######## design 1 ########
Design 1, signal wires by layer:
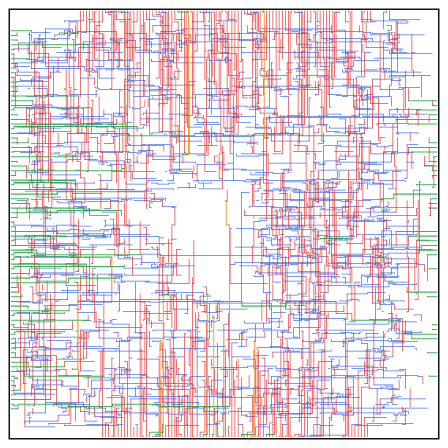

<file path="src/rtl/avalon_length_limiter_if.sv">
// Avalon-ST interface shared by the length limiter's input and output streams.
// Carries one beat of DATA_WIDTH_IN_BYTES bytes plus packet framing.
interface avalon_st_if #(
  parameter int DATA_WIDTH_IN_BYTES = 16
);
  localparam int EW = (DATA_WIDTH_IN_BYTES > 1) ? $clog2(DATA_WIDTH_IN_BYTES) : 1;

  logic [8*DATA_WIDTH_IN_BYTES-1:0] data;
  logic                             valid;
  logic                             rdy;
  logic                             sop;
  logic                             eop;
  logic [EW-1:0]                    empty;

  modport master (output data, valid, sop, eop, empty, input rdy);
  modport slave  (input data, valid, sop, eop, empty, output rdy);
endinterface

</file>
<file path="src/rtl/avalon_length_limiter.sv">
// Caps packets at MAX_WORDS beats, truncating with a forced eop and dropping the tail.
// Reports each forwarded packet's byte length through a one-beat output register.
//
// state   | meaning
// IDLE    | waiting for a sop beat
// IN_PKT  | forwarding beats of the current packet
// DISCARD | packet was truncated; dropping beats up to its eop
module avalon_length_limiter #(
  parameter int DATA_WIDTH_IN_BYTES = 16,
  parameter int MAX_WORDS           = 64,
  parameter int LEN_WIDTH           = $clog2(MAX_WORDS*DATA_WIDTH_IN_BYTES+1)
) (
  input  logic                 clk,
  input  logic                 rst,
  avalon_st_if.slave           msg_in,
  avalon_st_if.master          msg_out,
  output logic                 truncated_indi,
  output logic                 pkt_len_valid,
  output logic [LEN_WIDTH-1:0] pkt_len_bytes
);
  localparam int DW = 8*DATA_WIDTH_IN_BYTES;
  localparam int EW = (DATA_WIDTH_IN_BYTES > 1) ? $clog2(DATA_WIDTH_IN_BYTES) : 1;
  localparam int CW = $clog2(MAX_WORDS+1);
  localparam logic [LEN_WIDTH-1:0] BYTES_PER_BEAT = LEN_WIDTH'(DATA_WIDTH_IN_BYTES);

  typedef enum logic [1:0] {IDLE, IN_PKT, DISCARD} state_t;

  state_t               state_q, state_d;
  logic [CW-1:0]        wcnt_q, wcnt_d;
  logic                 valid_q, sop_q, eop_q;
  logic [DW-1:0]        data_q;
  logic [EW-1:0]        empty_q;
  logic                 trunc_q, lenv_q;
  logic [LEN_WIDTH-1:0] len_q;

  logic                 in_rdy, accept, load, trunc, eop_fwd;
  logic [CW-1:0]        beat_cnt;
  logic [EW-1:0]        empty_fwd;
  logic [LEN_WIDTH-1:0] len_calc;

  // DISCARD never loads the output register, so it can always sink beats.
  assign in_rdy  = (state_q == DISCARD) ? 1'b1 : (!valid_q || msg_out.rdy);
  assign accept  = msg_in.valid && in_rdy;

  always_comb begin
    state_d   = state_q;
    wcnt_d    = wcnt_q;
    beat_cnt  = (state_q == IN_PKT) ? wcnt_q + CW'(1) : CW'(1);
    load      = accept && ((state_q == IDLE && msg_in.sop) || state_q == IN_PKT);
    trunc     = load && !msg_in.eop && (beat_cnt == CW'(MAX_WORDS));
    eop_fwd   = msg_in.eop || trunc;
    empty_fwd = trunc ? '0 : msg_in.empty;
    len_calc  = LEN_WIDTH'(beat_cnt) * BYTES_PER_BEAT - LEN_WIDTH'(empty_fwd);
    if (load) wcnt_d = beat_cnt;
    case (state_q)
      IDLE: begin
        if (load) begin
          if (trunc)           state_d = DISCARD;
          else if (!msg_in.eop) state_d = IN_PKT;
        end
      end
      IN_PKT: begin
        if (load) begin
          if (msg_in.eop) state_d = IDLE;
          else if (trunc) state_d = DISCARD;
        end
      end
      DISCARD: begin
        if (accept && msg_in.eop) state_d = IDLE;
      end
      default: state_d = IDLE;
    endcase
  end

  always_ff @(posedge clk or posedge rst) begin
    if (rst) begin
      state_q <= IDLE;
      wcnt_q  <= '0;
      valid_q <= 1'b0;
      data_q  <= '0;
      sop_q   <= 1'b0;
      eop_q   <= 1'b0;
      empty_q <= '0;
      trunc_q <= 1'b0;
      lenv_q  <= 1'b0;
      len_q   <= '0;
    end else begin
      state_q <= state_d;
      wcnt_q  <= wcnt_d;
      trunc_q <= load && trunc;
      lenv_q  <= load && eop_fwd;
      if (load && eop_fwd) len_q <= len_calc;
      if (load) begin
        valid_q <= 1'b1;
        data_q  <= msg_in.data;
        sop_q   <= msg_in.sop;
        eop_q   <= eop_fwd;
        empty_q <= empty_fwd;
      end else if (msg_out.rdy) begin
        valid_q <= 1'b0;
      end
    end
  end

  assign msg_in.rdy     = in_rdy;
  assign msg_out.valid  = valid_q;
  assign msg_out.data   = data_q;
  assign msg_out.sop    = sop_q;
  assign msg_out.eop    = eop_q;
  assign msg_out.empty  = empty_q;
  assign truncated_indi = trunc_q;
  assign pkt_len_valid  = lenv_q;
  assign pkt_len_bytes  = len_q;
endmodule
</file>
<file path="src/flat_wrapper.sv">
// flat-port wrapper written by rule: the top's interface ports become plain ports
module avalon_length_limiter_flat 
#(
  parameter int DATA_WIDTH_IN_BYTES = 16,
  parameter int MAX_WORDS           = 64,
  parameter int LEN_WIDTH           = $clog2(MAX_WORDS*DATA_WIDTH_IN_BYTES+1)
)
  (clk, rst, truncated_indi, pkt_len_valid, pkt_len_bytes, msg_in_data, msg_in_valid, msg_in_sop, msg_in_eop, msg_in_empty, msg_in_rdy, msg_out_data, msg_out_valid, msg_out_sop, msg_out_eop, msg_out_empty, msg_out_rdy);
  avalon_st_if #(.DATA_WIDTH_IN_BYTES(DATA_WIDTH_IN_BYTES)) msg_in_i ();
  avalon_st_if #(.DATA_WIDTH_IN_BYTES(DATA_WIDTH_IN_BYTES)) msg_out_i ();
  input  logic clk;
  input  logic rst;
  output logic truncated_indi;
  output logic pkt_len_valid;
  output logic [LEN_WIDTH-1:0] pkt_len_bytes;
  input wire logic [$bits(msg_in_i.data)-1:0] msg_in_data;
  input wire logic [$bits(msg_in_i.valid)-1:0] msg_in_valid;
  input wire logic [$bits(msg_in_i.sop)-1:0] msg_in_sop;
  input wire logic [$bits(msg_in_i.eop)-1:0] msg_in_eop;
  input wire logic [$bits(msg_in_i.empty)-1:0] msg_in_empty;
  output wire logic [$bits(msg_in_i.rdy)-1:0] msg_in_rdy;
  output wire logic [$bits(msg_out_i.data)-1:0] msg_out_data;
  output wire logic [$bits(msg_out_i.valid)-1:0] msg_out_valid;
  output wire logic [$bits(msg_out_i.sop)-1:0] msg_out_sop;
  output wire logic [$bits(msg_out_i.eop)-1:0] msg_out_eop;
  output wire logic [$bits(msg_out_i.empty)-1:0] msg_out_empty;
  input wire logic [$bits(msg_out_i.rdy)-1:0] msg_out_rdy;
  assign msg_in_i.data = msg_in_data;
  assign msg_in_i.valid = msg_in_valid;
  assign msg_in_i.sop = msg_in_sop;
  assign msg_in_i.eop = msg_in_eop;
  assign msg_in_i.empty = msg_in_empty;
  assign msg_in_rdy = msg_in_i.rdy;
  assign msg_out_data = msg_out_i.data;
  assign msg_out_valid = msg_out_i.valid;
  assign msg_out_sop = msg_out_i.sop;
  assign msg_out_eop = msg_out_i.eop;
  assign msg_out_empty = msg_out_i.empty;
  assign msg_out_i.rdy = msg_out_rdy;
  avalon_length_limiter #(.DATA_WIDTH_IN_BYTES(DATA_WIDTH_IN_BYTES), .MAX_WORDS(MAX_WORDS), .LEN_WIDTH(LEN_WIDTH)) u_core (.clk(clk), .rst(rst), .msg_in(msg_in_i), .msg_out(msg_out_i), .truncated_indi(truncated_indi), .pkt_len_valid(pkt_len_valid), .pkt_len_bytes(pkt_len_bytes));
endmodule
</file>
<file path="config.mk">
export PLATFORM = sky130hd
export DESIGN_NAME = avalon_length_limiter_flat
export DESIGN_NICKNAME = d
export VERILOG_FILES = /design/src/rtl/avalon_length_limiter_if.sv /design/src/rtl/avalon_length_limiter.sv /design/src/flat_wrapper.sv
export SDC_FILE = /design/constraint.sdc
export NUM_CORES = 1
export LEC_CHECK = 0
export ABC_AREA = 1
export CORE_UTILIZATION = 42
export CTS_BUF_LIST = sky130_fd_sc_hd__clkbuf_4 sky130_fd_sc_hd__clkbuf_8 sky130_fd_sc_hd__clkbuf_16
export DETAILED_ROUTE_END_ITERATION = 8
export PLACE_DENSITY_LB_ADDON = 0.1
export SETUP_SLACK_MARGIN = 0.4
export SKIP_LAST_GASP = 1
export SLEW_MARGIN = 20
export SYNTH_ARGS = -nofsm -noshare
export SYNTH_HDL_FRONTEND = slang
export SYNTH_SLANG_ARGS = --single-unit
</file>
<file path="constraint.sdc">
create_clock -name clk -period 5.7 [get_ports clk]
set_clock_uncertainty 0.1 [all_clocks]
set_input_delay 0.855 -clock clk [delete_from_list [all_inputs] [get_ports clk]]
set_output_delay 0.855 -clock clk [all_outputs]
set_load 0.005 [all_outputs]
</file>
######## design 2 ########
## src/rtl/adin_sample_sequencer.sv

```systemverilog
// adin_sample_sequencer
// Scans a masked set of analog channels through the shared sampling capacitor.
// For each channel it discharges the capacitor, leaves one break-before-make
// gap cycle, samples the channel, then holds while the SAR converts. Each result
// is returned together with its channel index. All outputs come from registers.
module adin_sample_sequencer #(
  parameter int NCH   = 8,
  parameter int CH_W  = 3,
  parameter int CNT_W = 8,
  parameter int DW    = 10
) (
  input  logic             i_clk,
  input  logic             i_resb,
  input  logic             i_en,
  input  logic             i_cont,
  input  logic             i_trig,
  input  logic [NCH-1:0]   i_ch_mask,
  input  logic [CNT_W-1:0] i_pre_time,
  input  logic [CNT_W-1:0] i_smp_time,
  input  logic             i_conv_ack,
  input  logic [DW-1:0]    i_conv_data,
  output logic             o_dischg,
  output logic [NCH-1:0]   o_smp_sw,
  output logic             o_hold,
  output logic             o_conv_req,
  output logic [DW-1:0]    o_res_data,
  output logic [CH_W-1:0]  o_res_ch,
  output logic             o_res_vld,
  output logic             o_busy,
  output logic             o_scan_done
);

  typedef enum logic [2:0] {
    S_IDLE   = 3'd0,
    S_DISCH  = 3'd1,
    S_GAP    = 3'd2,
    S_SAMPLE = 3'd3,
    S_CONV   = 3'd4
  } state_t;

  state_t           r_state;
  state_t           w_state_next;
  logic [NCH-1:0]   r_pend;
  logic [NCH-1:0]   w_pend_next;
  logic [CH_W-1:0]  r_ch;
  logic [CH_W-1:0]  w_ch_next;
  logic [CNT_W-1:0] r_cnt;
  logic [CNT_W-1:0] w_cnt_next;

  logic [DW-1:0]    r_res_data;
  logic [DW-1:0]    w_res_data_next;
  logic [CH_W-1:0]  r_res_ch;
  logic [CH_W-1:0]  w_res_ch_next;
  logic             r_res_vld;
  logic             w_res_vld_next;
  logic             r_scan_done;
  logic             w_scan_done_next;

  logic             r_dischg;
  logic [NCH-1:0]   r_smp_sw;
  logic             r_hold;
  logic             r_conv_req;
  logic             r_busy;

  logic [CNT_W-1:0] w_pre_load;
  logic [CNT_W-1:0] w_smp_load;
  logic [NCH-1:0]   w_cur_onehot;
  logic [NCH-1:0]   w_pend_cleared;
  logic [NCH-1:0]   w_smp_sw_next;

  // Zero-length phases are stretched to one cycle.
  assign w_pre_load = (i_pre_time == '0) ? CNT_W'(1) : i_pre_time;
  assign w_smp_load = (i_smp_time == '0) ? CNT_W'(1) : i_smp_time;

  // Lowest-index set bit of a channel mask.
  function automatic logic [CH_W-1:0] f_lowest(input logic [NCH-1:0] m);
    logic [CH_W-1:0] idx;
    idx = '0;
    for (int i = NCH - 1; i >= 0; i--) begin
      if (m[i]) idx = CH_W'(i);
    end
    return idx;
  endfunction

  // Per-channel decodes: current channel (for pending-bit clear) and the
  // sample switch pattern for the next cycle (one-hot, only in SAMPLE).
  generate
    for (genvar gi = 0; gi < NCH; gi++) begin : g_ch_dec
      assign w_cur_onehot[gi]  = (r_ch == CH_W'(gi));
      assign w_smp_sw_next[gi] = (w_state_next == S_SAMPLE) && (w_ch_next == CH_W'(gi));
    end
  endgenerate

  assign w_pend_cleared = r_pend & ~w_cur_onehot;

  // Next-state, counter, pending mask and result logic.
  always_comb begin
    w_state_next     = r_state;
    w_pend_next      = r_pend;
    w_ch_next        = r_ch;
    w_cnt_next       = r_cnt;
    w_res_data_next  = r_res_data;
    w_res_ch_next    = r_res_ch;
    w_res_vld_next   = 1'b0;
    w_scan_done_next = 1'b0;

    case (r_state)
      S_IDLE: begin
        if (i_trig && i_en && (i_ch_mask != '0)) begin
          w_pend_next  = i_ch_mask;
          w_ch_next    = f_lowest(i_ch_mask);
          w_cnt_next   = w_pre_load;
          w_state_next = S_DISCH;
        end
      end

      S_DISCH: begin
        if (!i_en) begin
          w_pend_next  = '0;
          w_state_next = S_IDLE;
        end else if (r_cnt <= CNT_W'(1)) begin
          w_state_next = S_GAP;
        end else begin
          w_cnt_next = r_cnt - CNT_W'(1);
        end
      end

      S_GAP: begin
        if (!i_en) begin
          w_pend_next  = '0;
          w_state_next = S_IDLE;
        end else begin
          w_cnt_next   = w_smp_load;
          w_state_next = S_SAMPLE;
        end
      end

      S_SAMPLE: begin
        if (!i_en) begin
          w_pend_next  = '0;
          w_state_next = S_IDLE;
        end else if (r_cnt <= CNT_W'(1)) begin
          w_state_next = S_CONV;
        end else begin
          w_cnt_next = r_cnt - CNT_W'(1);
        end
      end

      S_CONV: begin
        // An abort request in CONV still lets the handshake finish so the
        // SAR is never left with an unanswered request.
        if (i_conv_ack) begin
          w_res_data_next = i_conv_data;
          w_res_ch_next   = r_ch;
          w_res_vld_next  = 1'b1;
          w_pend_next     = w_pend_cleared;
          if (!i_en) begin
            w_pend_next  = '0;
            w_state_next = S_IDLE;
          end else if (w_pend_cleared != '0) begin
            w_ch_next    = f_lowest(w_pend_cleared);
            w_cnt_next   = w_pre_load;
            w_state_next = S_DISCH;
          end else begin
            w_scan_done_next = 1'b1;
            if (i_cont && (i_ch_mask != '0)) begin
              w_pend_next  = i_ch_mask;
              w_ch_next    = f_lowest(i_ch_mask);
              w_cnt_next   = w_pre_load;
              w_state_next = S_DISCH;
            end else begin
              w_state_next = S_IDLE;
            end
          end
        end
      end

      default: begin
        w_pend_next  = '0;
        w_state_next = S_IDLE;
      end
    endcase
  end

  // State, counter and pending-mask registers.
  always_ff @(posedge i_clk or negedge i_resb) begin
    if (!i_resb) begin
      r_state <= S_IDLE;
      r_pend  <= '0;
      r_ch    <= '0;
      r_cnt   <= '0;
    end else begin
      r_state <= w_state_next;
      r_pend  <= w_pend_next;
      r_ch    <= w_ch_next;
      r_cnt   <= w_cnt_next;
    end
  end

  // Output registers, decoded from the next state so each output is high
  // exactly while the matching state is current.
  always_ff @(posedge i_clk or negedge i_resb) begin
    if (!i_resb) begin
      r_dischg    <= 1'b0;
      r_smp_sw    <= '0;
      r_hold      <= 1'b0;
      r_conv_req  <= 1'b0;
      r_busy      <= 1'b0;
      r_res_data  <= '0;
      r_res_ch    <= '0;
      r_res_vld   <= 1'b0;
      r_scan_done <= 1'b0;
    end else begin
      r_dischg    <= (w_state_next == S_DISCH);
      r_smp_sw    <= w_smp_sw_next;
      r_hold      <= (w_state_next == S_CONV);
      r_conv_req  <= (w_state_next == S_CONV);
      r_busy      <= (w_state_next != S_IDLE);
      r_res_data  <= w_res_data_next;
      r_res_ch    <= w_res_ch_next;
      r_res_vld   <= w_res_vld_next;
      r_scan_done <= w_scan_done_next;
    end
  end

  assign o_dischg    = r_dischg;
  assign o_smp_sw    = r_smp_sw;
  assign o_hold      = r_hold;
  assign o_conv_req  = r_conv_req;
  assign o_busy      = r_busy;
  assign o_res_data  = r_res_data;
  assign o_res_ch    = r_res_ch;
  assign o_res_vld   = r_res_vld;
  assign o_scan_done = r_scan_done;

endmodule

```

## config.mk

```make
export PLATFORM = sky130hd
export DESIGN_NAME = adin_sample_sequencer
export DESIGN_NICKNAME = d
export VERILOG_FILES = /design/src/rtl/adin_sample_sequencer.sv
export SDC_FILE = /design/constraint.sdc
export NUM_CORES = 1
export LEC_CHECK = 0
export CAP_MARGIN = 30
export CORE_MARGIN = 4
export CORE_UTILIZATION = 45
export CTS_CLUSTER_DIAMETER = 100
export CTS_CLUSTER_SIZE = 14
export DETAILED_ROUTE_END_ITERATION = 8
export PLACE_DENSITY = 0.73
export SYNTH_ARGS = -nofsm -noshare
export SYNTH_HDL_FRONTEND = slang
export SYNTH_SLANG_ARGS = --single-unit
```

## constraint.sdc

```tcl
create_clock -name i_clk -period 3.65 [get_ports i_clk]
set_input_delay 0.365 -clock i_clk [delete_from_list [all_inputs] [get_ports i_clk]]
set_output_delay 0.365 -clock i_clk [all_outputs]
set_load 0.03 [all_outputs]
```

Design 2, a small window of the routed layout:
Region (24, 6) to (64, 46) um. Cells in grey, sequential cells in the stronger grey; small squares are vias.
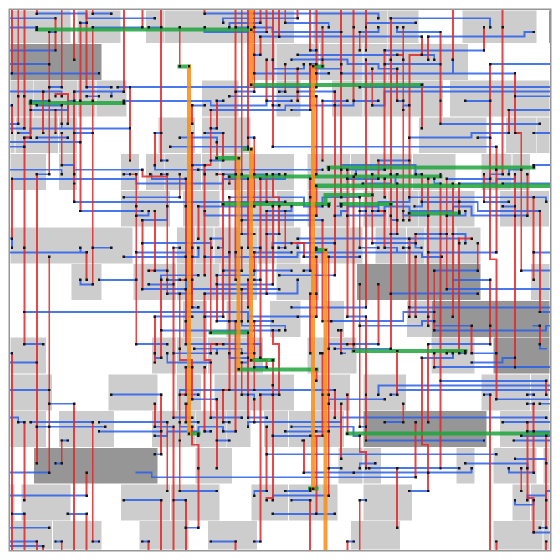
orange -> met4
blue -> met1
green -> met3
red -> met2
sequential cells in the window = 5
netlist names of flops here include = r_pend (3)
cells with their middle in the window = 117
most frequent = clkdlybuf4s50_1 (16), nand2_1 (8), nor2_1 (7)

==> run notes, design 2 <==
Main metrics from the flow reports.

The area occupied by multi-input gates came out at 1510 um2. Among all stages on the critical path, the maximum delay recorded is 0.69 ns. The worst setup path is captured at a flip-flop. The area taken by flip-flops and latches is 1200 um2. The cell with the most instances after synthesis is sky130_fd_sc_hd__dfrtp_1. The clock network power came out at 455 uW. Based on the critical path, the design can be clocked at up to 358 MHz.

The number of max-cap violations came out at 0. The placed instances occupy a cell area of 3540 um2. The flow ran to the end, and the final reports show no timing, DRC or antenna violations. Dividing the detail-routed via count by the number of cells gives 5.98. Per the GRT congestion report, total overflow comes to 0.

The number of hold violations in the final report came out at 0. The netlist area before placement is 2820 um2. The slew at the pin with the worst max-slew slack is 0.694 ns. The final clock skew is 0.0105 ns. The number of distinct standard cells referenced by the synthesized netlist came out at 65. The main area contributors are sky130_fd_sc_hd__dfrtp_1 (43%), sky130_fd_sc_hd__mux2_2 (6.0%), sky130_fd_sc_hd__a22o_1 (3.7%).

The floorplan core area came out at 5990 um2. TritonCTS built the clock tree. The chip occupies 7590 um2.
## design 2: per-layer routing
| layer | GRT usage, % | wire length (um) |
|---|---|---|
| met1 | 23.8 | 2910 |
| met2 | 31.3 | 3420 |
| met5 | 0 | 0 |
| met4 | 5.58 | 144 |
| met3 | 3.03 | 478 |
## design 2: cells by family (layout without fill, tap and decap cells)
kind of cell	count (synthesis)	after routing	share of synthesized area [%]
buffers and inverters	28	90	4.35
multiplexers	22	22	8.66
AND-OR/OR-AND	94	94	25.3
AND/OR/NAND/NOR	89	89	17.9
XOR/XNOR	1	1	0.311
flip-flops	48	48	42.6
adder cells (fa/ha/maj)	2	2	0.888
## design 2: cell type report
class | count | area share (%)
clock inverter | 3 | 1.87
clock buffer | 5 | 1.87
timing repair buffer | 70 | 19.0
inverter | 12 | 1.22
multi-input combinational | 208 | 40.9
sequential | 48 | 32.6
tap | 75 | 2.54
## design 2: layout by cell type, fill, tap and decap left out, drive strengths merged, types with 6 or more instances in the layout
master and n:
nand2 15, mux2 16, nor3 15, nor2 22
inv 12, a21oi 15, mux2i 6, clkdlybuf4s50 65
dfrtp 48, a22o 12, o21ai 19
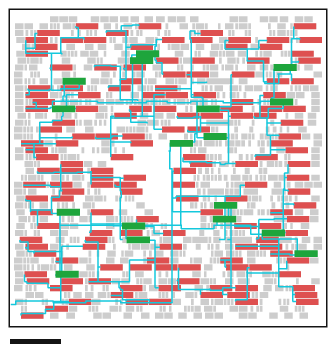
Design 1: clock network drawn from the DEF
Bar = 20 um.
cyan -> clock wires  # length 1,950 um
green -> cells driving clock nets  # count 17
red -> flip-flops  # count 157
routed clock nets = 18
Clk pwr share: 23.6%
Power Clock: 1.17 mW

## Picture notes: 'signal wires by layer' of design 1
green -> met3  # wire length 1,330 um
red -> met2  # wire length 8,610 um
blue -> met1  # wire length 7,150 um
orange -> met4  # wire length 396 um

==> run notes, design 1 <==
Main metrics from the flow reports.

The post-synthesis async set-or-reset flop share is 100%. The part of the power in combinational logic is 38.6%. The count of pins on the block boundary is 287.

The total power came out at 4.97 mW. The static power due to leakage is 4.94 nW. The leading cell type in the layout, fill and taps excluded is sky130_fd_sc_hd__nand2_1. The number of enable flip-flop cells came out at 0.

The worst register-to-register path ends at u_core.pkt_len_bytes[10]$_DFFE_PP0P_. The count of antenna-violating nets left after detailed routing is 0. The routability congestion estimate is 0.790. Max-slew check failures listed in the final report amount to 0.

Counting flops and latches in the post-synthesis netlist gives 157. The switching part of the total power came out at 30.7%. The capturing element of the worst setup path is u_core.pkt_len_bytes[6]$_DFFE_PP0P_. The number of hold violations in the final report came out at 0. The critical path depth came out at 16.

The multiplexer area fraction after synthesis is 0%. The net count entering floorplan came out at 870. The prevailing logic family in the synthesized netlist is simple AND/OR/NAND/NOR gates.

The worst setup path is of the input port to flip-flop kind. The synth_stat.txt file lists the number of cells as 730. After routing the design area is 9950 um2. The total met3 wirelength after detailed routing is 1330 um. The flow ran to the end, and the final reports show no timing, DRC or antenna violations. In this design, the largest share of critical-path delay is due to simple AND/OR/NAND/NOR gates. The post-CTS setup buffer count is 0.
[design 1: cell type report]
type                            count  share of cell area (%)
Timing Repair Buffer              292                    29.2
Inverter                           22                   0.918
Sequential cell                   157                    39.5
Multi-Input combinational cell    520                    21.9
Clock buffer                       24                    5.05
Tap cell                          184                    2.31
Clock inverter                      6                    1.09
[design 1: power groups by stage]
stage | clock (mW) | combinational, mW | sequential (mW)
floorplan | 0 | 0.669 | 1.90
global placement | 0 | 1.92 | 1.88
detailed placement | 0 | 1.94 | 1.87
CTS | 1.20 | 1.95 | 1.88
global route | 1.25 | 2.11 | 1.94
finish | 1.17 | 1.92 | 1.88
[design 1: routing by layer]
layer / GRT usage, % / vias to the layer above
li1: - / 2788
met1: 27.9 / 2576
met2: 38.5 / 159
met3: 9.45 / 23
met4: 8.93 / 0
met5: 0 / -
[design 1: flip-flops by register name (all words and copies together), names as in the netlist]
signal                 cells
u_core.msg_out.valid       1
u_core.pkt_len_valid       1
u_core.state_q             2
u_core.msg_out.sop         1
u_core.truncated_indi      1
u_core.pkt_len_bytes      11
u_core.wcnt_q              7
u_core.msg_out.eop         1
u_core.msg_out.data      128
u_core.msg_out.empty       4

######## design 3 ########
Design 3, the metal 3 layer:
Bar = 50 um.
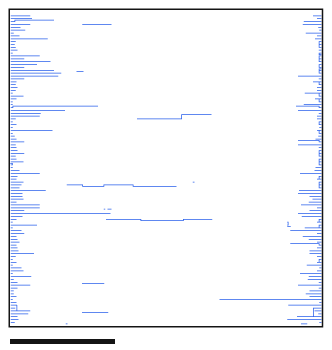
<file path="config.mk">
export PLATFORM = sky130hd
export DESIGN_NAME = peri_bridge_n
export DESIGN_NICKNAME = d
export VERILOG_FILES = /design/src/rtl/peri_bridge_n.sv
export SDC_FILE = /design/constraint.sdc
export NUM_CORES = 1
export LEC_CHECK = 0
export CORE_AREA = 2 2 146 148
export DETAILED_ROUTE_END_ITERATION = 7
export DIE_AREA = 0 0 148 150
export PLACE_DENSITY_LB_ADDON = 0.08
export SLEW_MARGIN = 20
export SYNTH_ARGS = -nofsm -noshare
export SYNTH_HDL_FRONTEND = slang
export SYNTH_SLANG_ARGS = --single-unit
</file>
<file path="constraint.sdc">
create_clock -name cpu_clk -period 1.49 [get_ports cpu_clk]
set_clock_uncertainty 0.2 [all_clocks]
set_input_delay 0.298 -clock cpu_clk [delete_from_list [all_inputs] [get_ports cpu_clk]]
set_output_delay 0.298 -clock cpu_clk [all_outputs]
set_load 0.005 [all_outputs]
</file>
<file path="src/rtl/peri_bridge_n.sv">
// peri_bridge_n: CPU-bus bridge that splits accesses between DRAM and up to
// NUM_CH memory-mapped I/O channels.
//
// Address decode: addr[ADDR_W-1:12] == IO_BASE selects the I/O region,
// addr[11:8] selects the channel and addr[7:0] is the channel-local offset.
// Everything else passes straight through to DRAM. Read data is registered
// (one cycle latency) and held until the next response.
//
// Optional feature: define PERI_BRIDGE_WBUF_EN to build a posted-write
// buffer for I/O writes. Without it, I/O writes go out combinationally.
//
// Ports:
//   cpu_clk, cpu_rst_n           clock, asynchronous active-low reset
//   bus_addr/wen/ren/wdata       CPU request
//   bus_ready                    request accepted this cycle
//   bus_rvalid/bus_rdata         registered read response
//   dram_addr/wen/wdata/rdata    DRAM pass-through
//   io_addr/wen/wdata/rdata      I/O channels (io_wen one-hot, io_rdata sliced)
//   wbuf_level                   occupied posted-write entries
//   err_cnt                      saturating decode-error count
module peri_bridge_n #(
    parameter int                 DATA_W     = 32,
    parameter int                 ADDR_W     = 32,
    parameter int                 NUM_CH     = 4,
    parameter int                 WBUF_DEPTH = 4,
    parameter logic [ADDR_W-13:0] IO_BASE    = '1
) (
    input  logic                        cpu_clk,
    input  logic                        cpu_rst_n,
    input  logic [ADDR_W-1:0]           bus_addr,
    input  logic                        bus_wen,
    input  logic                        bus_ren,
    input  logic [DATA_W-1:0]           bus_wdata,
    output logic                        bus_ready,
    output logic                        bus_rvalid,
    output logic [DATA_W-1:0]           bus_rdata,
    output logic [ADDR_W-1:0]           dram_addr,
    output logic                        dram_wen,
    output logic [DATA_W-1:0]           dram_wdata,
    input  logic [DATA_W-1:0]           dram_rdata,
    output logic [7:0]                  io_addr,
    output logic [NUM_CH-1:0]           io_wen,
    output logic [DATA_W-1:0]           io_wdata,
    input  logic [NUM_CH*DATA_W-1:0]    io_rdata,
    output logic [$clog2(WBUF_DEPTH):0] wbuf_level,
    output logic [7:0]                  err_cnt
);

    typedef enum logic [1:0] {IDLE, WAIT_DRAIN, RESP} rd_state_t;

    localparam logic [4:0] NCH5 = 5'(NUM_CH);

    rd_state_t         state;
    logic              io_hit;
    logic [3:0]        chan;
    logic              ch_err;
    logic              dual;
    logic              io_wr_req;
    logic              io_rd_req;
    logic              rd_block;
    logic              wr_block;
    logic              rd_acc;
    logic              err_inc;
    logic              wbuf_empty;
    logic [DATA_W-1:0] io_sel_rdata;

    assign io_hit    = (bus_addr[ADDR_W-1:12] == IO_BASE);
    assign chan      = bus_addr[11:8];
    assign ch_err    = io_hit && ({1'b0, chan} >= NCH5);
    assign dual      = bus_wen && bus_ren;
    assign io_wr_req = bus_wen && io_hit && !ch_err;
    assign io_rd_req = bus_ren && !bus_wen && io_hit;

    // An I/O read must not overtake posted writes, so it waits for an empty buffer.
    assign rd_block  = io_rd_req && !wbuf_empty;
    assign bus_ready = !rd_block && !wr_block;
    assign rd_acc    = bus_ren && !bus_wen && bus_ready;
    // Counted on acceptance so a stalled request is counted once.
    assign err_inc   = (bus_wen || bus_ren) && bus_ready && (dual || ch_err);

    assign dram_addr  = bus_addr;
    assign dram_wdata = bus_wdata;
    assign dram_wen   = bus_wen && !io_hit && bus_ready;

    always_comb begin
        io_sel_rdata = '0;
        for (int unsigned k = 0; k < NUM_CH; k++) begin
            if (chan == 4'(k)) io_sel_rdata = io_rdata[k*DATA_W +: DATA_W];
        end
    end

`ifdef PERI_BRIDGE_WBUF_EN
    localparam int PTR_W = $clog2(WBUF_DEPTH);

    logic [3:0]        q_ch   [WBUF_DEPTH];
    logic [7:0]        q_off  [WBUF_DEPTH];
    logic [DATA_W-1:0] q_data [WBUF_DEPTH];
    logic [PTR_W-1:0]  wr_ptr;
    logic [PTR_W-1:0]  rd_ptr;
    logic [PTR_W:0]    level;
    logic              full;
    logic              push;
    logic              pop;
    logic              draining;

    assign wbuf_empty = (level == '0);
    assign full       = (level == (PTR_W+1)'(WBUF_DEPTH));
    assign wr_block   = io_wr_req && full;
    assign push       = io_wr_req && !full;
    // Entries accumulate while the CPU streams I/O writes; draining starts when
    // the CPU leaves the I/O write path or the buffer fills, and once started
    // continues every cycle (alongside new pushes) until empty.
    assign pop        = !wbuf_empty && (draining || full || !io_wr_req);

    assign wbuf_level = level;
    assign io_wdata   = q_data[rd_ptr];
    assign io_addr    = pop ? q_off[rd_ptr] : bus_addr[7:0];

    always_comb begin
        io_wen = '0;
        for (int unsigned k = 0; k < NUM_CH; k++) begin
            io_wen[k] = pop && (q_ch[rd_ptr] == 4'(k));
        end
    end

    always_ff @(posedge cpu_clk) begin
        if (push) begin
            q_ch[wr_ptr]   <= chan;
            q_off[wr_ptr]  <= bus_addr[7:0];
            q_data[wr_ptr] <= bus_wdata;
        end
    end

    always_ff @(posedge cpu_clk or negedge cpu_rst_n) begin
        if (!cpu_rst_n) begin
            wr_ptr   <= '0;
            rd_ptr   <= '0;
            level    <= '0;
            draining <= 1'b0;
        end else begin
            draining <= pop;
            if (push) wr_ptr <= wr_ptr + PTR_W'(1);
            if (pop)  rd_ptr <= rd_ptr + PTR_W'(1);
            case ({push, pop})
                2'b10:   level <= level + (PTR_W+1)'(1);
                2'b01:   level <= level - (PTR_W+1)'(1);
                default: level <= level;
            endcase
        end
    end
`else
    assign wbuf_empty = 1'b1;
    assign wr_block   = 1'b0;
    assign wbuf_level = '0;
    assign io_wdata   = bus_wdata;
    assign io_addr    = bus_addr[7:0];

    always_comb begin
        io_wen = '0;
        for (int unsigned k = 0; k < NUM_CH; k++) begin
            io_wen[k] = io_wr_req && (chan == 4'(k));
        end
    end
`endif

    assign bus_rvalid = (state == RESP);

    always_ff @(posedge cpu_clk or negedge cpu_rst_n) begin
        if (!cpu_rst_n) begin
            state     <= IDLE;
            bus_rdata <= '0;
            err_cnt   <= '0;
        end else begin
            if (rd_acc) begin
                state     <= RESP;
                bus_rdata <= io_hit ? (ch_err ? '0 : io_sel_rdata) : dram_rdata;
            end else if (rd_block) begin
                state <= WAIT_DRAIN;
            end else begin
                state <= IDLE;
            end
            if (err_inc && (err_cnt != 8'hFF)) err_cnt <= err_cnt + 8'd1;
        end
    end

endmodule

</file>
==> run notes <==
Main metrics from the flow reports.

The flow ran to the end, but the final reports show violations. The checks that failed: negative setup slack. The chip area from the yosys synthesis statistics came out at 3870 um2. The dominant power group is combinational logic. The most used flip-flop cell after synthesis is sky130_fd_sc_hd__dfrtp_1. For the worst reg-to-reg path, the startpoint reported by OpenROAD is err_cnt[2]$_DFFE_PN0P_.

Per the synthesis report, the dominant area consumer among library cells is sky130_fd_sc_hd__dfrtp_1. The multiplexer area fraction after synthesis came out at 27.5%. The final net count came out at 829. The fraction of the cycle the final worst path needs came out at 125%. The arrival time of data at the critical path endpoint is 1.36 ns.

The minimum setup slack in the final design is -0.372 ns. The count of endpoints failing setup in the final report came out at 45. Among all stages on the critical path, the largest delay is contributed by sky130_fd_sc_hd__nor3_4. The power in sequential cells is 1.44 mW. The power density over the cells came out at 721 nW/um2.

The largest fanout on the critical path is 4. The analysis attributes to cell leakage a power of 3.32 nW.
Notes on 'the metal 3 layer' of design 3 above:
share of all routed wire = 8.7%
wire length on this layer = 1,410 um
main direction = horizontal
nets with wire on the layer = 176
via count: 3,528
aggregate routed wire length: 16,200 um
met3 GRT Util: 4.63%

## cells in the mapped netlist (all sizes together), types with 3 or more instances
cell type	instances
nand4	8
dfrtp	41
mux2i	31
mux4	32
clkbuf	6
buf	123
a21oi	4
nor2b	31
mux2	3
o21ai	32
nand2	37
xor2	5
## what timing repair did
action / in CTS / in global routing
setup buffers: 30 / 16
gates cloned: 3 / 1
pin swaps: 54 / 37
hold buffers: 1 / 0
setup endpoints to repair: 110 / 51
resized: 327 / 48
hold endpoints to repair: 41 / 0
## cell type report
class	count	area [um2]	share of cell area [%]
inverter	2	7.51	0.106
clock inverter	3	65.1	0.917
sequential	41	1030	14.5
tap	275	344	4.85
multi-input combinational	209	2130	30.0
timing repair buffer	341	3390	47.9
clock buffer	5	125	1.76
## layer usage
layer / wire, um / share of wire [%] / global-route usage [%] / up-vias
met2: 8680 / 54 / 25.9 / 178
li1: - / - / - / 1665
met5: 24 / 0.15 / 0 / -
met1: 5650 / 35 / 14.3 / 1635
met4: 435 / 2.7 / 4.67 / 4
met3: 1410 / 8.7 / 4.63 / 46
## worst max-delay path: cells and delay by family
kind,cells,cell delay (ns)
AND/OR/NAND/NOR,4,0.58
buffers and inverters,4,0.49


==> screenshots <==
Placed standard cells.
(a)
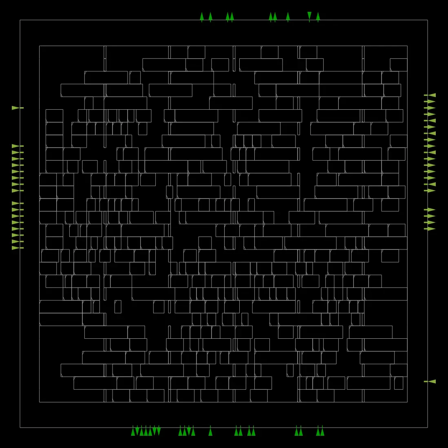
(b)
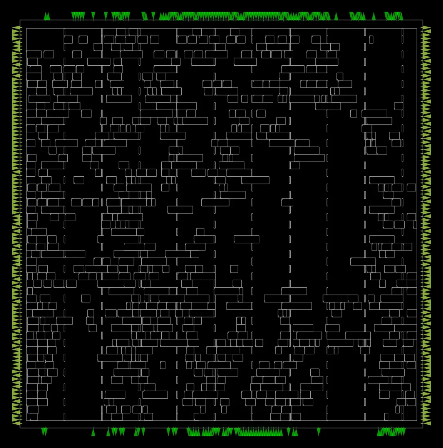
(c)
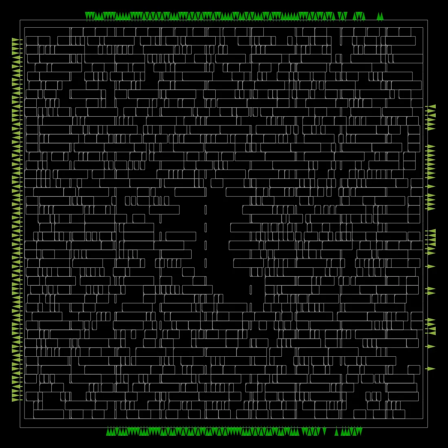
Design 3 is (b).
Design 1 is (c).
Design 2 is (a).

Power figures rest on the tool's default switching activity, not on a simulated workload.
